######## tile_stream_filter_flat ########
===== src/rtl/tile_stream_filter_pkg.sv =====
// Shared definitions for the tile stream filter.
//   MODE_ZERO / MODE_DROP : out-of-bound word handling selected per tile
//   filt_state_e          : control states of the filter
//   beats_per_tile()      : input beats in one tile, padding included
package tile_filter_pkg;

    localparam logic MODE_ZERO = 1'b0;
    localparam logic MODE_DROP = 1'b1;

    typedef enum logic {
        ST_IDLE,
        ST_RUN
    } filt_state_e;

    function automatic int unsigned beats_per_tile(
        input int unsigned tn,
        input int unsigned tr,
        input int unsigned tc,
        input int unsigned head_pad,
        input int unsigned tail_pad
    );
        return tn * tr * (head_pad + tc + tail_pad);
    endfunction

endpackage


===== src/rtl/tile_stream_filter_if.sv =====
// Valid/ready word stream.
//   valid : producer has a word
//   data  : the word
//   ready : consumer accepts; transfer when valid && ready
//   master modport = producer side, slave modport = consumer side
interface tile_stream_filter_if #(
    parameter int unsigned DW = 32
);
    logic          valid;
    logic [DW-1:0] data;
    logic          ready;

    modport master (output valid, output data, input ready);
    modport slave  (input valid, input data, output ready);
endinterface


===== src/rtl/tile_stream_filter_pos_counter.sv =====
// Three-level nested position counter (cnt0 fastest).
//   clk, rst : clock, asynchronous active-high reset
//   ena      : advance by one position
//   clr      : return all levels to zero (wins over ena)
//   cnt0..2  : current position, cntK runs 0..MAXK-1
//   last     : combinational, high at the final position
module tile_pos_counter #(
    parameter int unsigned CW   = 16,
    parameter int unsigned MAX0 = 18,
    parameter int unsigned MAX1 = 64,
    parameter int unsigned MAX2 = 16
) (
    input  logic          clk,
    input  logic          rst,
    input  logic          ena,
    input  logic          clr,
    output logic [CW-1:0] cnt0,
    output logic [CW-1:0] cnt1,
    output logic [CW-1:0] cnt2,
    output logic          last
);
    localparam logic [CW-1:0] TOP0 = CW'(MAX0 - 1);
    localparam logic [CW-1:0] TOP1 = CW'(MAX1 - 1);
    localparam logic [CW-1:0] TOP2 = CW'(MAX2 - 1);

    logic wrap0, wrap1, wrap2;

    assign wrap0 = (cnt0 == TOP0);
    assign wrap1 = (cnt1 == TOP1);
    assign wrap2 = (cnt2 == TOP2);
    assign last  = wrap0 && wrap1 && wrap2;

    always_ff @(posedge clk or posedge rst) begin
        if (rst) begin
            cnt0 <= '0;
            cnt1 <= '0;
            cnt2 <= '0;
        end else if (clr) begin
            cnt0 <= '0;
            cnt1 <= '0;
            cnt2 <= '0;
        end else if (ena) begin
            if (wrap0) begin
                cnt0 <= '0;
                if (wrap1) begin
                    cnt1 <= '0;
                    cnt2 <= wrap2 ? '0 : cnt2 + CW'(1);
                end else begin
                    cnt1 <= cnt1 + CW'(1);
                end
            end else begin
                cnt0 <= cnt0 + CW'(1);
            end
        end
    end
endmodule


===== src/rtl/tile_stream_filter.sv =====
// Tile stream filter: strips per-row padding beats from a tile-ordered word
// stream and zero-fills or drops words outside the feature-map bounds.
//   clk, rst          : clock, asynchronous active-high reset
//   start             : arms a tile when idle; latches bases and mode
//   tile_base_*       : tile origin (channel, row, column)
//   mode              : MODE_ZERO zero-fills, MODE_DROP drops out-of-bound words
//   in_bus  (slave)   : input words (in_valid / in_data / in_ready)
//   out_bus (master)  : output words (out_valid / out_data / out_ready)
//   busy              : tile armed and not fully consumed
//   tile_done         : one-cycle pulse after the last beat is accepted
//   out_cnt           : words loaded into the output register this tile
module tile_stream_filter
    import tile_filter_pkg::*;
#(
    parameter int unsigned DW       = 32,
    parameter int unsigned CW       = 16,
    parameter int unsigned N        = 32,
    parameter int unsigned R        = 64,
    parameter int unsigned C        = 32,
    parameter int unsigned Tn       = 16,
    parameter int unsigned Tr       = 64,
    parameter int unsigned Tc       = 16,
    parameter int unsigned HEAD_PAD = 0,
    parameter int unsigned TAIL_PAD = 2
) (
    input  logic                    clk,
    input  logic                    rst,
    input  logic                    start,
    input  logic [CW-1:0]           tile_base_n,
    input  logic [CW-1:0]           tile_base_row,
    input  logic [CW-1:0]           tile_base_col,
    input  logic                    mode,
    tile_stream_filter_if.slave     in_bus,
    tile_stream_filter_if.master    out_bus,
    output logic                    busy,
    output logic                    tile_done,
    output logic [CW-1:0]           out_cnt
);
    localparam logic [CW-1:0] TAIL_START = CW'(HEAD_PAD + Tc);
    localparam logic [CW:0]   N_LIM      = (CW+1)'(N);
    localparam logic [CW:0]   R_LIM      = (CW+1)'(R);
    localparam logic [CW:0]   C_LIM      = (CW+1)'(C);

    filt_state_e   state, state_nxt;
    logic          arm;
    logic [CW-1:0] base_n_q, base_row_q, base_col_q;
    logic          mode_q;
    logic [CW-1:0] col, row, ch, tc;
    logic          last;
    logic          accept;
    logic          head_pad, tail_pad, legal, emit;
    logic [DW-1:0] word;

    tile_pos_counter #(
        .CW   (CW),
        .MAX0 (HEAD_PAD + Tc + TAIL_PAD),
        .MAX1 (Tr),
        .MAX2 (Tn)
    ) u_pos (
        .clk  (clk),
        .rst  (rst),
        .ena  (accept),
        .clr  (arm),
        .cnt0 (col),
        .cnt1 (row),
        .cnt2 (ch),
        .last (last)
    );

    // A start during RUN (including the last-beat cycle) is ignored.
    always_ff @(posedge clk or posedge rst) begin
        if (rst) state <= ST_IDLE;
        else     state <= state_nxt;
    end

    always_comb begin
        state_nxt = state;
        arm       = 1'b0;
        case (state)
            ST_IDLE: if (start) begin
                arm       = 1'b1;
                state_nxt = ST_RUN;
            end
            ST_RUN: if (accept && last) state_nxt = ST_IDLE;
            default: state_nxt = ST_IDLE;
        endcase
    end

    assign busy         = (state == ST_RUN);
    assign in_bus.ready = busy && (!out_bus.valid || out_bus.ready);
    assign accept       = in_bus.valid && in_bus.ready;

    // With no head padding the head test would be a compare against zero.
    if (HEAD_PAD == 0) begin : g_no_head
        assign head_pad = 1'b0;
    end else begin : g_head
        assign head_pad = (col < CW'(HEAD_PAD));
    end
    assign tail_pad = (col >= TAIL_START);
    assign tc       = col - CW'(HEAD_PAD);

    // One extra bit keeps base + offset from wrapping before the compare.
    assign legal = (({1'b0, base_n_q}   + {1'b0, ch})  < N_LIM) &&
                   (({1'b0, base_row_q} + {1'b0, row}) < R_LIM) &&
                   (({1'b0, base_col_q} + {1'b0, tc})  < C_LIM);
    assign emit  = accept && !head_pad && !tail_pad && (legal || mode_q == MODE_ZERO);
    assign word  = legal ? in_bus.data : '0;

    always_ff @(posedge clk or posedge rst) begin
        if (rst) begin
            base_n_q   <= '0;
            base_row_q <= '0;
            base_col_q <= '0;
            mode_q     <= MODE_ZERO;
        end else if (arm) begin
            base_n_q   <= tile_base_n;
            base_row_q <= tile_base_row;
            base_col_q <= tile_base_col;
            mode_q     <= mode;
        end
    end

    always_ff @(posedge clk or posedge rst) begin
        if (rst) begin
            out_bus.valid <= 1'b0;
            out_bus.data  <= '0;
            out_cnt       <= '0;
            tile_done     <= 1'b0;
        end else begin
            tile_done <= accept && last;
            if (arm) out_cnt <= '0;
            if (emit) begin
                out_bus.valid <= 1'b1;
                out_bus.data  <= word;
                out_cnt       <= out_cnt + CW'(1);
            end else if (out_bus.ready) begin
                out_bus.valid <= 1'b0;
            end
        end
    end
endmodule


===== src/flat_wrapper.sv =====
// flat-port wrapper written by rule: the top's interface ports become plain ports
module tile_stream_filter_flat import tile_filter_pkg::*;
#(
    parameter int unsigned DW       = 32,
    parameter int unsigned CW       = 16,
    parameter int unsigned N        = 32,
    parameter int unsigned R        = 64,
    parameter int unsigned C        = 32,
    parameter int unsigned Tn       = 16,
    parameter int unsigned Tr       = 64,
    parameter int unsigned Tc       = 16,
    parameter int unsigned HEAD_PAD = 0,
    parameter int unsigned TAIL_PAD = 2
)
  (clk, rst, start, tile_base_n, tile_base_row, tile_base_col, mode, busy, tile_done, out_cnt, in_bus_valid, in_bus_data, in_bus_ready, out_bus_valid, out_bus_data, out_bus_ready);
  tile_stream_filter_if #(.DW(DW)) in_bus_i ();
  tile_stream_filter_if #(.DW(DW)) out_bus_i ();
  input  logic clk;
  input  logic rst;
  input  logic start;
  input  logic [CW-1:0] tile_base_n;
  input  logic [CW-1:0] tile_base_row;
  input  logic [CW-1:0] tile_base_col;
  input  logic mode;
  output logic busy;
  output logic tile_done;
  output logic [CW-1:0] out_cnt;
  input wire logic [$bits(in_bus_i.valid)-1:0] in_bus_valid;
  input wire logic [$bits(in_bus_i.data)-1:0] in_bus_data;
  output wire logic [$bits(in_bus_i.ready)-1:0] in_bus_ready;
  output wire logic [$bits(out_bus_i.valid)-1:0] out_bus_valid;
  output wire logic [$bits(out_bus_i.data)-1:0] out_bus_data;
  input wire logic [$bits(out_bus_i.ready)-1:0] out_bus_ready;
  assign in_bus_i.valid = in_bus_valid;
  assign in_bus_i.data = in_bus_data;
  assign in_bus_ready = in_bus_i.ready;
  assign out_bus_valid = out_bus_i.valid;
  assign out_bus_data = out_bus_i.data;
  assign out_bus_i.ready = out_bus_ready;
  tile_stream_filter #(.DW(DW), .CW(CW), .N(N), .R(R), .C(C), .Tn(Tn), .Tr(Tr), .Tc(Tc), .HEAD_PAD(HEAD_PAD), .TAIL_PAD(TAIL_PAD)) u_core (.clk(clk), .rst(rst), .start(start), .tile_base_n(tile_base_n), .tile_base_row(tile_base_row), .tile_base_col(tile_base_col), .mode(mode), .in_bus(in_bus_i), .out_bus(out_bus_i), .busy(busy), .tile_done(tile_done), .out_cnt(out_cnt));
endmodule

===== config.mk =====
export PLATFORM = sky130hd
export DESIGN_NAME = tile_stream_filter_flat
export DESIGN_NICKNAME = d
export VERILOG_FILES = /design/src/rtl/tile_stream_filter_pkg.sv /design/src/rtl/tile_stream_filter_if.sv /design/src/rtl/tile_stream_filter_pos_counter.sv /design/src/rtl/tile_stream_filter.sv /design/src/flat_wrapper.sv
export SDC_FILE = /design/constraint.sdc
export NUM_CORES = 1
export LEC_CHECK = 0
export CORE_AREA = 2 2 155 112
export DETAILED_ROUTE_END_ITERATION = 6
export DIE_AREA = 0 0 157 114
export PLACE_DENSITY = 0.8
export SLEW_MARGIN = 20
export SYNTH_ARGS = -nofsm -noshare
export SYNTH_HDL_FRONTEND = slang
export SYNTH_SLANG_ARGS = --single-unit
export TNS_END_PERCENT = 10

===== constraint.sdc =====
create_clock -name clk -period 14.95 [get_ports clk]
set_input_delay 2.99 -clock clk [delete_from_list [all_inputs] [get_ports clk]]
set_output_delay 2.99 -clock clk [all_outputs]
set_load 0.005 [all_outputs]

######## udl_counter_mod ########
## src/rtl/udl_counter_mod.sv

```systemverilog
// udl_counter_mod: up/down/loadable modulo counter with wrap/saturate modes,
// cascade terminal count, one-cycle wrap pulse and sticky limit flag.
module udl_counter_mod #(
    parameter int WIDTH   = 8,
    parameter int MAX_VAL = 2**WIDTH-1
) (
    input  logic             clk,
    input  logic             reset,
    input  logic             L,
    input  logic [WIDTH-1:0] D,
    input  logic             En,
    input  logic             up,
    input  logic             sat,
    input  logic             clr_flag,
    output logic [WIDTH-1:0] Q,
    output logic             tc,
    output logic             wrap,
    output logic             limit
);
    if (WIDTH < 1 || MAX_VAL < 1 || MAX_VAL > 2**WIDTH-1) begin : g_bad_param
        $error("udl_counter_mod: MAX_VAL must be in 1..2**WIDTH-1");
    end

    localparam logic [WIDTH-1:0] MAX = WIDTH'(MAX_VAL);

    logic [WIDTH-1:0] q_q, q_d;
    logic             wrap_q, wrap_d;
    logic             limit_q, limit_d;
    logic             at_max, at_zero;

    assign at_max  = q_q == MAX;
    assign at_zero = q_q == '0;

    always_comb begin
        q_d     = q_q;
        wrap_d  = 1'b0;
        limit_d = limit_q & ~clr_flag;
        if (L) begin
            q_d = (D > MAX) ? MAX : D;
        end else if (En && up) begin
            q_d     = !at_max ? q_q + 1'b1 : (sat ? q_q : '0);
            wrap_d  = at_max & ~sat;
            limit_d = limit_d | at_max;
        end else if (En) begin
            q_d     = !at_zero ? q_q - 1'b1 : (sat ? q_q : MAX);
            wrap_d  = at_zero & ~sat;
            limit_d = limit_d | at_zero;
        end
    end

    always_ff @(posedge clk) begin
        if (!reset) begin
            q_q     <= '0;
            wrap_q  <= 1'b0;
            limit_q <= 1'b0;
        end else begin
            q_q     <= q_d;
            wrap_q  <= wrap_d;
            limit_q <= limit_d;
        end
    end

    assign Q     = q_q;
    assign wrap  = wrap_q;
    assign limit = limit_q;
    assign tc    = En & (up ? at_max : at_zero);
endmodule

```

## config.mk

```make
export PLATFORM = sky130hd
export DESIGN_NAME = udl_counter_mod
export DESIGN_NICKNAME = d
export VERILOG_FILES = /design/src/rtl/udl_counter_mod.sv
export SDC_FILE = /design/constraint.sdc
export NUM_CORES = 1
export LEC_CHECK = 0
export CAP_MARGIN = 25
export CORE_ASPECT_RATIO = 1.5
export CORE_MARGIN = 2
export CORE_UTILIZATION = 30
export CTS_BUF_LIST = sky130_fd_sc_hd__clkbuf_4 sky130_fd_sc_hd__clkbuf_8
export DETAILED_ROUTE_END_ITERATION = 7
export PLACE_DENSITY = 0.64
export SLEW_MARGIN = 30
export SYNTH_ARGS = -nofsm -noshare
export SYNTH_HDL_FRONTEND = slang
export SYNTH_SLANG_ARGS = --single-unit
```

## constraint.sdc

```tcl
create_clock -name clk -period 2.75 [get_ports clk]
set_clock_uncertainty 0.2 [all_clocks]
set_input_delay 0.6875 -clock clk [delete_from_list [all_inputs] [get_ports clk]]
set_output_delay 0.6875 -clock clk [all_outputs]
set_load 0.005 [all_outputs]
```

######## pipelined_mant_mult ########
==> config.mk <==
export PLATFORM = sky130hd
export DESIGN_NAME = pipelined_mant_mult
export DESIGN_NICKNAME = d
export VERILOG_FILES = /design/src/rtl/pipelined_mant_mult.sv
export SDC_FILE = /design/constraint.sdc
export NUM_CORES = 1
export LEC_CHECK = 0
export CAP_MARGIN = 25
export CORE_MARGIN = 8
export CORE_UTILIZATION = 54
export DETAILED_ROUTE_END_ITERATION = 10
export PLACE_DENSITY = 0.77
export SETUP_SLACK_MARGIN = 0.1
export SYNTH_ARGS = -nofsm -noshare
export SYNTH_HDL_FRONTEND = slang
export SYNTH_SLANG_ARGS = --single-unit
==> constraint.sdc <==
create_clock -name clk -period 3.8 [get_ports clk]
set_clock_uncertainty 0.2 [all_clocks]
set_input_delay 0.95 -clock clk [delete_from_list [all_inputs] [get_ports clk]]
set_output_delay 0.95 -clock clk [all_outputs]
set_load 0.01 [all_outputs]
==> src/rtl/pipelined_mant_mult.sv <==
// Exact unsigned mantissa multiplier with tag, flush and valid/ready flow control. Latency is STAGES cycles.
// Operand register, then 3:2 carry-save layers, then a CPA into the output register. Stalls hold data, and bubbles collapse.
module pipelined_mant_mult #(
    parameter int MANT_W = 10,
    parameter int HIDDEN = 1,
    parameter int STAGES = 3,
    parameter int TAG_W  = 4
) (
    input  logic                         clk,
    input  logic                         rst,
    input  logic                         flush,
    input  logic                         in_valid,
    output logic                         in_ready,
    input  logic [MANT_W-1:0]            a,
    input  logic [MANT_W-1:0]            b,
    input  logic [TAG_W-1:0]             tag_in,
    output logic                         out_valid,
    input  logic                         out_ready,
    output logic [2*(MANT_W+HIDDEN)-1:0] p,
    output logic                         norm,
    output logic [TAG_W-1:0]             tag_out,
    output logic                         busy
);
    localparam int OP_W = MANT_W + HIDDEN;
    localparam int P_W  = 2 * OP_W;

    typedef logic [OP_W-1:0][P_W-1:0] rows_t;

    function automatic int cs_levels(input int rows);
        int r = rows;
        int n = 0;
        while (r > 2) begin
            r = 2 * (r / 3) + r % 3;
            n++;
        end
        return n;
    endfunction

    localparam int LVL     = cs_levels(OP_W);
    localparam int NMID    = (STAGES > 2) ? STAGES - 2 : 1;
    localparam int FIN_LVL = (STAGES > 2) ? 0 : LVL;

    function automatic rows_t pp_gen(input logic [OP_W-1:0] x, input logic [OP_W-1:0] y);
        rows_t r;
        for (int i = 0; i < OP_W; i++) r[i] = y[i] ? (P_W'(x) << i) : '0;
        return r;
    endfunction

    // Live rows always form a prefix, so each layer leaves 2*(r/3)+r%3 rows.
    function automatic rows_t csa_level(input rows_t r);
        rows_t o = '0;
        for (int i = 0; i < OP_W / 3; i++) begin
            o[2*i]   = r[3*i] ^ r[3*i+1] ^ r[3*i+2];
            o[2*i+1] = ((r[3*i] & r[3*i+1]) | (r[3*i] & r[3*i+2]) | (r[3*i+1] & r[3*i+2])) << 1;
        end
        for (int j = 0; j < OP_W % 3; j++) o[2*(OP_W/3)+j] = r[3*(OP_W/3)+j];
        return o;
    endfunction

    function automatic rows_t csa_reduce(input rows_t r, input int n);
        rows_t o = r;
        for (int i = 0; i < n; i++) o = csa_level(o);
        return o;
    endfunction

    function automatic logic [P_W-1:0] cpa(input rows_t r);
        logic [P_W-1:0] s = '0;
        for (int i = 0; i < OP_W && i < 2; i++) s = s + r[i];
        return s;
    endfunction

    function automatic int stage_lvls(input int k);
        return LVL * (k - 1) / NMID - LVL * (k - 2) / NMID;
    endfunction

    logic [STAGES:1]   v_q, v_d, adv, ld;
    logic [STAGES+1:1] rdy;
    logic [TAG_W-1:0]  tag_q [1:STAGES];
    logic [OP_W-1:0]   ea, eb;
    rows_t             fin_rows;
    logic [P_W-1:0]    p_q, p_d;

    if (HIDDEN != 0) begin : g_hidden
        assign ea = {1'b1, a};
        assign eb = {1'b1, b};
    end else begin : g_plain
        assign ea = a;
        assign eb = b;
    end

    // rdy[k]: stage k can take an entry this cycle; index STAGES+1 stands for the consumer.
    always_comb begin
        rdy = '0;
        adv = '0;
        rdy[STAGES+1] = out_ready;
        for (int k = STAGES; k >= 1; k--) begin
            adv[k] = v_q[k] && rdy[k+1];
            rdy[k] = !v_q[k] || adv[k];
        end
    end

    assign in_ready = !rst && !flush && rdy[1];

    always_comb begin
        ld    = '0;
        ld[1] = in_valid && in_ready;
        for (int k = 2; k <= STAGES; k++) ld[k] = adv[k-1];
        v_d = flush ? '0 : (ld | (v_q & ~adv));
    end

    always_ff @(posedge clk or posedge rst) begin
        if (rst) begin
            v_q <= '0;
            for (int k = 1; k <= STAGES; k++) tag_q[k] <= '0;
        end else begin
            v_q <= v_d;
            if (ld[1]) tag_q[1] <= tag_in;
            for (int k = 2; k <= STAGES; k++) begin
                if (ld[k]) tag_q[k] <= tag_q[k-1];
            end
        end
    end

    if (STAGES >= 2) begin : g_ops
        logic [OP_W-1:0] opa_q, opb_q;

        always_ff @(posedge clk or posedge rst) begin
            if (rst) begin
                opa_q <= '0;
                opb_q <= '0;
            end else if (ld[1]) begin
                opa_q <= ea;
                opb_q <= eb;
            end
        end

        if (STAGES == 2) begin : g_fold
            assign fin_rows = pp_gen(opa_q, opb_q);
        end else begin : g_csa
            rows_t row_q [2:STAGES-1];

            always_ff @(posedge clk or posedge rst) begin
                if (rst) begin
                    for (int k = 2; k < STAGES; k++) row_q[k] <= '0;
                end else begin
                    if (ld[2]) row_q[2] <= csa_reduce(pp_gen(opa_q, opb_q), stage_lvls(2));
                    for (int k = 3; k < STAGES; k++) begin
                        if (ld[k]) row_q[k] <= csa_reduce(row_q[k-1], stage_lvls(k));
                    end
                end
            end

            assign fin_rows = row_q[STAGES-1];
        end
    end else begin : g_single
        assign fin_rows = pp_gen(ea, eb);
    end

    assign p_d = cpa(csa_reduce(fin_rows, FIN_LVL));

    always_ff @(posedge clk or posedge rst) begin
        if (rst) p_q <= '0;
        else if (ld[STAGES]) p_q <= p_d;
    end

    assign out_valid = v_q[STAGES];
    assign p         = p_q;
    assign norm      = p_q[P_W-1];
    assign tag_out   = tag_q[STAGES];
    assign busy      = |v_q;
endmodule
######## fetch ########
===== src/rtl/common_pkg.sv =====
// Purpose: opcode constants shared across the pipeline.
// Contents: F6_J, the primary opcode field (instr[31:26]) of an unconditional jump.
package common_pkg;

    localparam logic [5:0] F6_J = 6'b000010;

endpackage


===== src/rtl/pipes_pkg.sv =====
// Purpose: inter-stage payload types shared between fetch and decode.
// Contents: fetch_data_t = {pc, instruction, jump}.
package pipes_pkg;

    typedef struct packed {
        logic [31:0] pc;
        logic [31:0] instruction;
        logic        jump;
    } fetch_data_t;

endpackage


===== src/rtl/fetch.sv =====
// Purpose: instruction fetch stage. Issues one instruction-bus request at a time,
//          holds the returned word for decode, and handles redirects, including
//          redirects that arrive while a request is still in flight.
// Ports:
//   clk, resetn          clock, asynchronous active-low reset
//   ireq_valid/addr      instruction-bus request (held until iresp_data_ok)
//   iresp_data_ok/data   instruction-bus response (one-cycle pulse)
//   fetch_enable         decode consumes fetch_data_reg this cycle
//   redirect_valid/pc    restart fetch at redirect_pc
//   fetch_valid          fetch_data_reg holds an undelivered instruction
//   fetch_data_reg       {pc, instruction, jump} toward decode
//
// state | meaning
// ------+-----------------------------------------------------------------
// FETCH | request outstanding at ireq_addr (once out of reset)
// HOLD  | instruction held for decode, no request on the bus
// DROP  | in-flight response must be discarded, then fetch at pending target
module fetch
    import common_pkg::*;
    import pipes_pkg::*;
#(
    parameter logic [31:0] RESET_PC = 32'hBFC0_0000
) (
    input  logic        clk,
    input  logic        resetn,
    output logic        ireq_valid,
    output logic [31:0] ireq_addr,
    input  logic        iresp_data_ok,
    input  logic [31:0] iresp_data,
    input  logic        fetch_enable,
    input  logic        redirect_valid,
    input  logic [31:0] redirect_pc,
    output logic        fetch_valid,
    output fetch_data_t fetch_data_reg
);

    typedef enum logic [1:0] {FETCH, HOLD, DROP} state_t;

    state_t      state, state_nxt;
    logic        started;
    logic [31:0] pending, pending_nxt;
    logic [31:0] addr_nxt;
    fetch_data_t data_nxt;

    // started keeps the bus quiet during reset and lets the first request
    // appear on the first edge after release.
    always_ff @(posedge clk or negedge resetn) begin
        if (!resetn) begin
            state          <= FETCH;
            started        <= 1'b0;
            ireq_addr      <= RESET_PC;
            pending        <= RESET_PC;
            fetch_data_reg <= '0;
        end else begin
            state          <= state_nxt;
            started        <= 1'b1;
            ireq_addr      <= addr_nxt;
            pending        <= pending_nxt;
            fetch_data_reg <= data_nxt;
        end
    end

    always_comb begin
        state_nxt   = state;
        addr_nxt    = ireq_addr;
        pending_nxt = pending;
        data_nxt    = fetch_data_reg;
        case (state)
            FETCH: begin
                if (started) begin
                    if (redirect_valid) begin
                        if (iresp_data_ok) begin
                            addr_nxt = redirect_pc;
                        end else begin
                            // the request cannot be withdrawn; wait for it and discard
                            state_nxt   = DROP;
                            pending_nxt = redirect_pc;
                        end
                    end else if (iresp_data_ok) begin
                        state_nxt            = HOLD;
                        data_nxt.pc          = ireq_addr;
                        data_nxt.instruction = iresp_data;
                        data_nxt.jump        = (iresp_data[31:26] == F6_J);
                    end
                end
            end
            HOLD: begin
                if (redirect_valid) begin
                    state_nxt = FETCH;
                    addr_nxt  = redirect_pc;
                end else if (fetch_enable) begin
                    state_nxt = FETCH;
                    addr_nxt  = fetch_data_reg.pc + 32'd4;
                end
            end
            DROP: begin
                if (iresp_data_ok) begin
                    state_nxt = FETCH;
                    addr_nxt  = redirect_valid ? redirect_pc : pending;
                end else if (redirect_valid) begin
                    pending_nxt = redirect_pc;
                end
            end
            default: state_nxt = FETCH;
        endcase
    end

    assign ireq_valid  = started && (state != HOLD);
    assign fetch_valid = (state == HOLD);

endmodule


===== config.mk =====
export PLATFORM = sky130hd
export DESIGN_NAME = fetch
export DESIGN_NICKNAME = d
export VERILOG_FILES = /design/src/rtl/common_pkg.sv /design/src/rtl/pipes_pkg.sv /design/src/rtl/fetch.sv
export SDC_FILE = /design/constraint.sdc
export NUM_CORES = 1
export LEC_CHECK = 0
export ABC_AREA = 0
export CAP_MARGIN = 5
export CORE_MARGIN = 3
export CORE_UTILIZATION = 50
export CTS_CLUSTER_DIAMETER = 50
export DETAILED_ROUTE_END_ITERATION = 10
export PLACE_DENSITY = 0.83
export SKIP_LAST_GASP = 1
export SLEW_MARGIN = 20
export SYNTH_ARGS = -nofsm -noshare
export SYNTH_HDL_FRONTEND = slang
export SYNTH_SLANG_ARGS = --single-unit

===== constraint.sdc =====
create_clock -name clk -period 3.1 [get_ports clk]
set_input_delay 0.465 -clock clk [delete_from_list [all_inputs] [get_ports clk]]
set_output_delay 0.465 -clock clk [all_outputs]
set_load 0.01 [all_outputs]


==> notes/layouts.md <==
Pictures saved along the way, in no particular order.

Local utilization.
Plate I
(2 px per um) 12 x 12 tiles, from white (low) to dark blue (high), 0 to 100% covered.
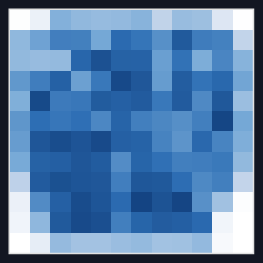
Plate II
(2 px per um) 14 x 14 tiles, from white (low) to dark blue (high), 0 to 100% covered.
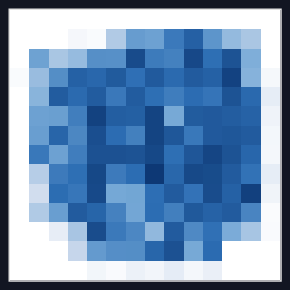
Plate III
(4 px per um) 5 x 7 tiles, from white (low) to dark blue (high), 0 to 100% covered.
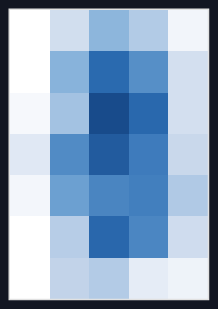
Plate IV
(2 px per um) 16 x 11 tiles, from white (low) to dark blue (high), 0 to 100% covered.
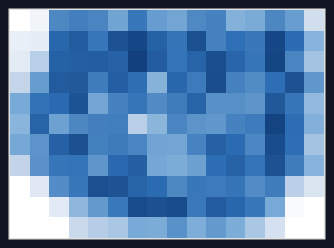
The one with the smallest die is Plate III.
The one with the lowest utilization is Plate III.
- Plate IV = tile_stream_filter_flat
- Plate II = pipelined_mant_mult
- Plate I = fetch
- Plate III = udl_counter_mod

Figure 1. Power grid (udl_counter_mod).
(6 px per um) Pins as bars on the die edge.
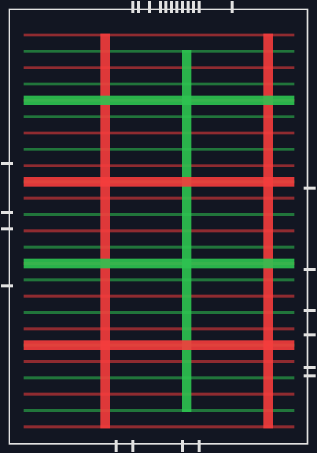
VSS -> red
VDD -> green
met4 straps = 3
rows = 24
met1 rails = 25

==> notes.md, udl_counter_mod <==
yosys + openroad results -> outcome finished, final reports clean, mux frac, synth 1.08%, Top delay family on crit path buffers and inverters, clk pwr 0.151 mW, CTS Root Cell clkbuf_8, busiest layer in global routing met2, layout cell share with drive strength beyond 1 19.6%, final net count 173, Cell Int Power roughly 0.36 mW, worst setup path start up, Synth Instances approximately 120, Slew headroom 67.1%, ao+oa area frac 36.7%, async set-or-reset flop fraction in the synthesized netlist 0%, routed len/inst 15.2 um, met2 usage 32.6%, Design Area, Final around 1400 um^2, Reg2Reg Depth 6, final core occ 46.2%, WS Path Type in2out, port buffer count 25, Crit-path slowest cell and4b_1, placed instance area 1320 um^2, CORE AREA 2940 um^2, drt total wl between 2000 and 3000 um, Resized Gates After CTS 2, Crit Reg-Reg Startpoint Q[2]$_SDFFE_PN0P_, Cell area leaders dfxtp_1 (22%), a211oi_1 (4.8%), o21ai_0 (4.3%), ha_1 (4.0%), o2111a_1 (3.6%), Mapped Avg Cell Area 7.95 um^2, yosys cell count 117, Worst Tran Pin Value 0.488 ns, Yosys chip area approximately 930 um^2, Top Consumer combinational logic, ant diodes 0, CP cell instances dlygate4sd2_1, and4b_1, o21ai_1, buf_4, inv_1, dlygate4sd2_1, worst hold path type reg2reg, final hold vios 0
==> udl_counter_mod: layout by cell type (no fill, tap or decap), types with 3 or more instances in the layout <==
| cell type | instances |
|---|---|
| clkdlybuf4s50_1 | 23 |
| buf_4 | 20 |
| dfxtp_1 | 10 |
| inv_1 | 7 |
| o21ai_0 | 7 |
| a211oi_1 | 6 |
| a21oi_1 | 5 |
| nor2_1 | 4 |
| nand2_1 | 4 |
| and3_1 | 4 |
| nand4_1 | 3 |
| o2111a_1 | 3 |
| nand3_1 | 3 |
| and4_1 | 3 |
| nor3_1 | 3 |
| nor2b_1 | 3 |
| o22ai_1 | 3 |
| ha_1 | 3 |
| clkbuf_8 | 3 |
==> udl_counter_mod: layer usage <==
metal | up-vias | part of all wire [%]
li1 | 530 | -
met1 | 530 | 40
met2 | 29 | 55
met3 | 6 | 2.4
met4 | 0 | 2.4
met5 | - | 0
==> udl_counter_mod: registers in the layout (all words and copies together), names as in the netlist <==
name,count
Q,8
wrap,1
limit,1
==> udl_counter_mod: worst register-to-register path, stage by stage, from the launching register on <==
cell	delay, ns
dfxtp_1	0.32
buf_4	0.19
or4_4	0.56
o41ai_2	0.21
nand2_1	0.08
and4b_1	0.21
o311a_1	0.31
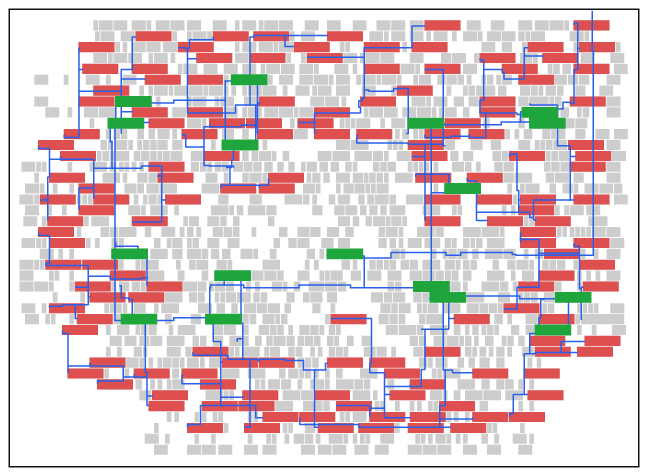
Figure 2: tile_stream_filter_flat, clock wires, drivers and flops.
(4 px per um)
flip-flops -> red  # count 148
clock wires -> blue  # length 1940 um
cells driving clock nets -> green  # count 17
flops lie = all over the die
routed clock nets = 18
Final Skew: 0.00781 ns
Clk pwr share: 38.5%
clk pwr: 0.404 mW
Latency at later pin: 0.43 ns

==> notes.md, tile_stream_filter_flat <==
yosys + openroad results -> row count approximately 40, Resized Gates After CTS 0, fin cells 1402, Basic Gates by Area 24.1%, Net Sw Frac 29.1%, outcome finished, final reports clean, async set-or-reset flop fraction in the synthesized netlist 100%, final max-slew violation count 0, Psw ~0.31 mW, yosys warns 0, met1 Usage GRT 38.6%, Log Warnings 29, worst setup path start out_bus_ready, Yosys top cell by instances nand2_1, Setup violations, final 0, total track usage 26.1%, top area contributor share 41.7%, Hold WS 0.483 ns, DIE AREA 17900 um^2, final hold vios 0, via count about 8000, vias in the first global route 7488, dominant logic cell type in the layout nand2_1, Slew headroom 40.7%, top routing layer in use met4
[tile_stream_filter_flat: power by group through the flow]
stage               Sequential, mW  Combinational (mW)  Clock (mW)
finish                       0.457               0.188       0.404
global route                 0.461               0.210       0.429
CTS                          0.457               0.186       0.411
detailed placement           0.464               0.185           0
global placement             0.463               0.182           0
floorplan                    0.455               0.120           0
[tile_stream_filter_flat: registers in the layout, summed over array words and instances, names as in the netlist]
name,cells
u_core.u_pos.cnt1,16
u_core.base_col_q,16
u_core.u_pos.cnt2,16
u_core.out_bus.data,32
u_core.u_pos.cnt0,16
u_core.out_bus.valid,1
u_core.base_n_q,16
u_core.mode_q,1
u_core.out_cnt,16
u_core.base_row_q,16
u_core.busy,1
u_core.tile_done,1
[tile_stream_filter_flat: worst max-delay path, delay by kind of cell]
family	cells	cell delay [ns]
buffers and inverters	2	0.96
and+or+nand+nor	2	0.40
[tile_stream_filter_flat: area by class of cell]
type	count	share of cell area (%)
Tap cell	231	2.64
Clock buffer	19	4.05
Multi-Input combinational cell	798	43.7
Sequential cell	148	33.9
Inverter	50	1.76
Timing Repair Buffer	143	12.9
Clock inverter	13	1.01
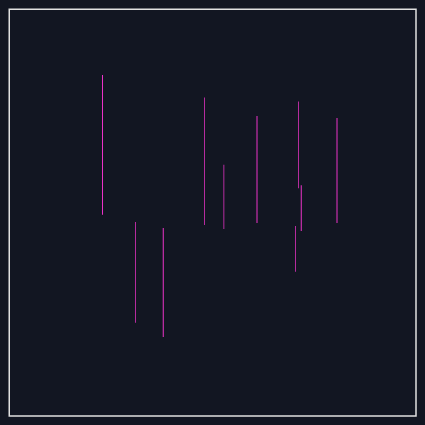
Figure 3: pipelined_mant_mult, met4 routing.
(3 px per um)
share of all routed wire = 1.9%
main direction = vertical
nets with wire on the layer = 7
longest straight run = 46.2 um
wire length on this layer = 307 um

==> notes.md, pipelined_mant_mult <==
yosys + openroad results -> outcome finished, final reports clean, Latency at later pin 0.36 ns, CTS max path bufs 2, overall power 7.42 mW, DRT iter0 DRCs 270, WP data required ~3.8 ns, clkbuf count 10, CTS Root Cell clkbuf_16, ant diodes 0, GR Util met3 3.57%, fin crit share 99.3%, Design Area, Final 9150 um^2, Slew headroom around three fifths, leading cell types by count after synthesis inv_1 (99), and2_1 (96), dfrtp_1 (96), fa_1 (84), mux2_2 (58), post-CTS setup buffers 15, vias in the first global route 5544, final net count 930, clk pwr 1.03 mW, first drt pass iteration count 5, slack of the worst reg-to-reg path 0.03 ns, Buffers excl. clock between 100 and 150, most used cell, CP fa_1, Max-area cell class logic gates, maximum vdd ir drop a little over 0.0004 V, Crit. End Element flop, met1 Usage GRT 22.4%, FP Core Util 55.2%, unrepaired setup endpoints after global routing yes, top area contributor share 31.4%, post-route ant nets 0, cts hold-fix bufs 0, Psw 3.04 mW, total CTS buffers 9, Cell Int Power 4.38 mW, via count 4920, Post-Route Setup TNS 0 ns, Clk pwr share 13.9%, Synth Instances 685, max_cap viols 0, met1 wire length 6480 um, area leader, netlist dfrtp_1, Layout area overhead 19.5%, placed instance area 8490 um^2, largest net degree at the start of global routing 46, final max-slew violation count 0
==> pipelined_mant_mult: final timing paths <==
check                                           start                         end  depth (start not counted)
max reg2reg                g_ops.opa_q[6]$_DFFE_PP0P_    fin_rows[11]$_DFFE_PP0P_                          9
min                                 p[14]$_DFFE_PP0P_           p[14]$_DFFE_PP0P_                          2
max in group asynchronous                         rst  g_ops.opa_q[5]$_DFFE_PP0P_                          3
max                        g_ops.opa_q[6]$_DFFE_PP0P_    fin_rows[11]$_DFFE_PP0P_                          9
min in group asynchronous                         rst    fin_rows[29]$_DFFE_PP0P_                          2
min reg2reg                         p[14]$_DFFE_PP0P_           p[14]$_DFFE_PP0P_                          2
==> pipelined_mant_mult: state kept, by name (all words and copies together), names as in the netlist <==
| name | flops |
|---|---|
| g_ops.opa_q | 11 |
| g_ops.opb_q | 10 |
| v_q | 3 |
| fin_rows | 38 |
| p | 22 |
| tag_q | 8 |
| tag_out | 4 |
==> pipelined_mant_mult: logic make-up (layout without fill, tap and decap cells) <==
logic type	after synthesis	after routing	synth area share, %
mux	76	76	12.1
simple gates	169	169	12.3
buf+inv	138	220	7.31
xor+xnor	13	13	1.49
fa+ha+maj	139	139	31.0
flops	96	96	31.4
compound gates	54	54	4.53
Figure 4. Met4 routing (fetch).
(3 px per um)
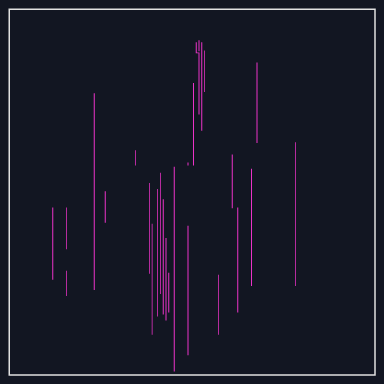
longest straight run = 68.0 um
wire length on this layer = 748 um
nets with wire on the layer = 21
share of all routed wire = 3.9%
via count: 5798
drt total wl: 19400 um

Figure 5. Clock wires, drivers and flops (fetch).
(4 px per um)
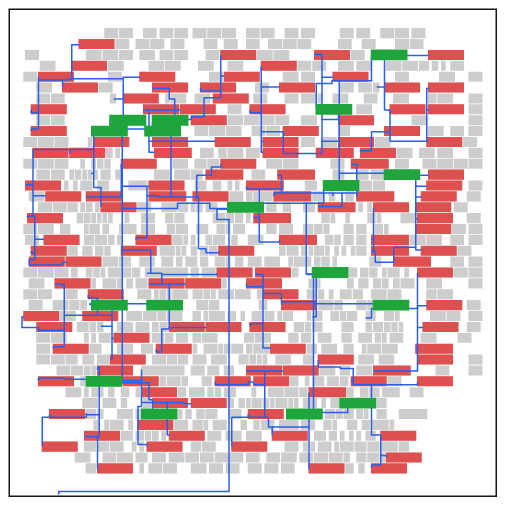
clock wires -> blue  # length 1650 um
cells driving clock nets -> green  # count 17
flip-flops -> red  # count 132
routed clock nets = 18
Clk pwr share: 20.0%
Final Skew: 0.00803 ns
clk pwr: 1.94 mW

==> notes.md, fetch <==
yosys + openroad results -> outcome finished, final reports clean, Comb power frac 44.5%, GPL Wtd Cong 0.893, CP Buf/Inv Count 1, placed instance area 8560 um^2, H-tree depth 4, ys flop type dfrtp_1, FP Core Util 51.9%, maximum vdd ir drop 0.000537 V, slack of the worst reg-to-reg path 0.63 ns, CTS max path bufs 2, total CTS buffers 17, seq pwr 3.44 mW, number of enable flip-flop cells 0, yosys cell count 612, met2 usage 43.9%, Reg power frac 35.5%, DRT iter0 DRCs 425
[fetch: logic make-up after synthesis]
logic type,synth area share (%)
buffers and inverters,3.38
xor gates and xnor gates,1.84
other,0.0563
AOI/OAI and AO/OA,14.1
muxes,17.9
and+or+nand+nor,12.0
adders and majority gates,0.752
DFF,50.0
[fetch: metrics by stage]
stage	setup WS [ns]	cells	power [mW]
after CTS	0.642	962	9.74
after global routing	0.457	962	10.3
after detailed placement	0.655	930	7.72
after floorplan	0.844	612	5.50
final	0.627	963	9.71
after global placement	0.698	930	7.53
[fetch: synthesized netlist by cell type (12+ instances only)]
cell type	instances	share of area (%)
dfstp_2	18	7.1
a22o_1	13	1.7
dfrtp_1	114	43
inv_1	15	0.85
nor2_1	34	1.9
mux2_2	98	17
xnor2_1	12	1.6
o21ai_0	31	2.3
a21oi_1	13	0.98
clkbuf_1	40	2.3
nand2_1	52	2.9
a221oi_1	16	2.1
[fetch: layout make-up]
type / count / area, um^2
clock buffer: 22 / 464
sequential: 132 / 3330
multi-input combinational: 420 / 3110
antenna: 1 / 2.50
clock inverter: 10 / 110
tap: 172 / 215
timing repair buffer: 190 / 1850
fill: 949 / 3690
inverter: 16 / 60.1


==> gallery <==
Congestion heat map.
(a)
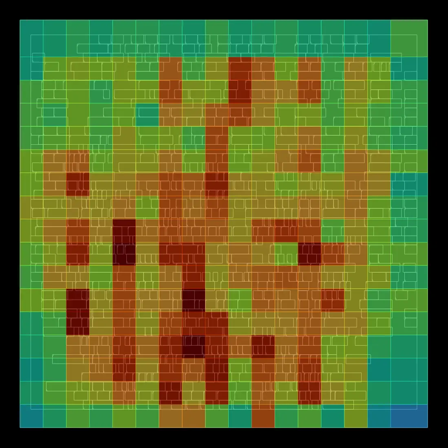
(b)
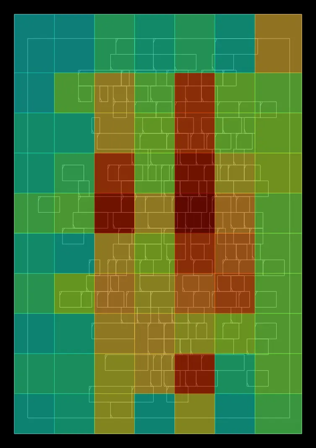
(c)
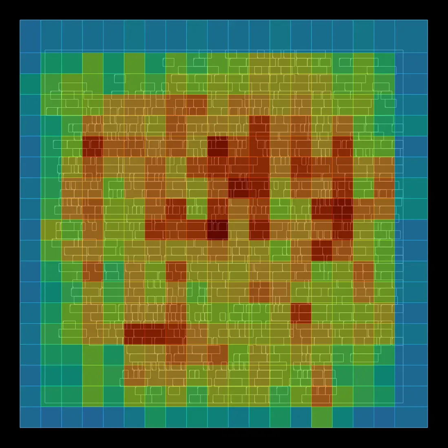
(d)
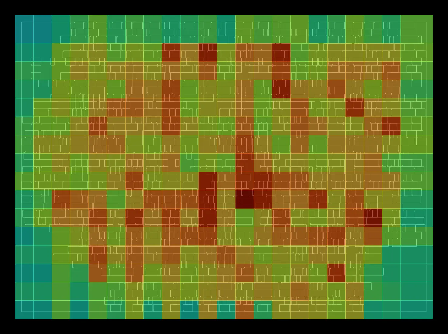
| from | picture |
|---|---|
| fetch | (a) |
| tile_stream_filter_flat | (d) |
| pipelined_mant_mult | (c) |
| udl_counter_mod | (b) |

Power and IR drop assume default switching activity.
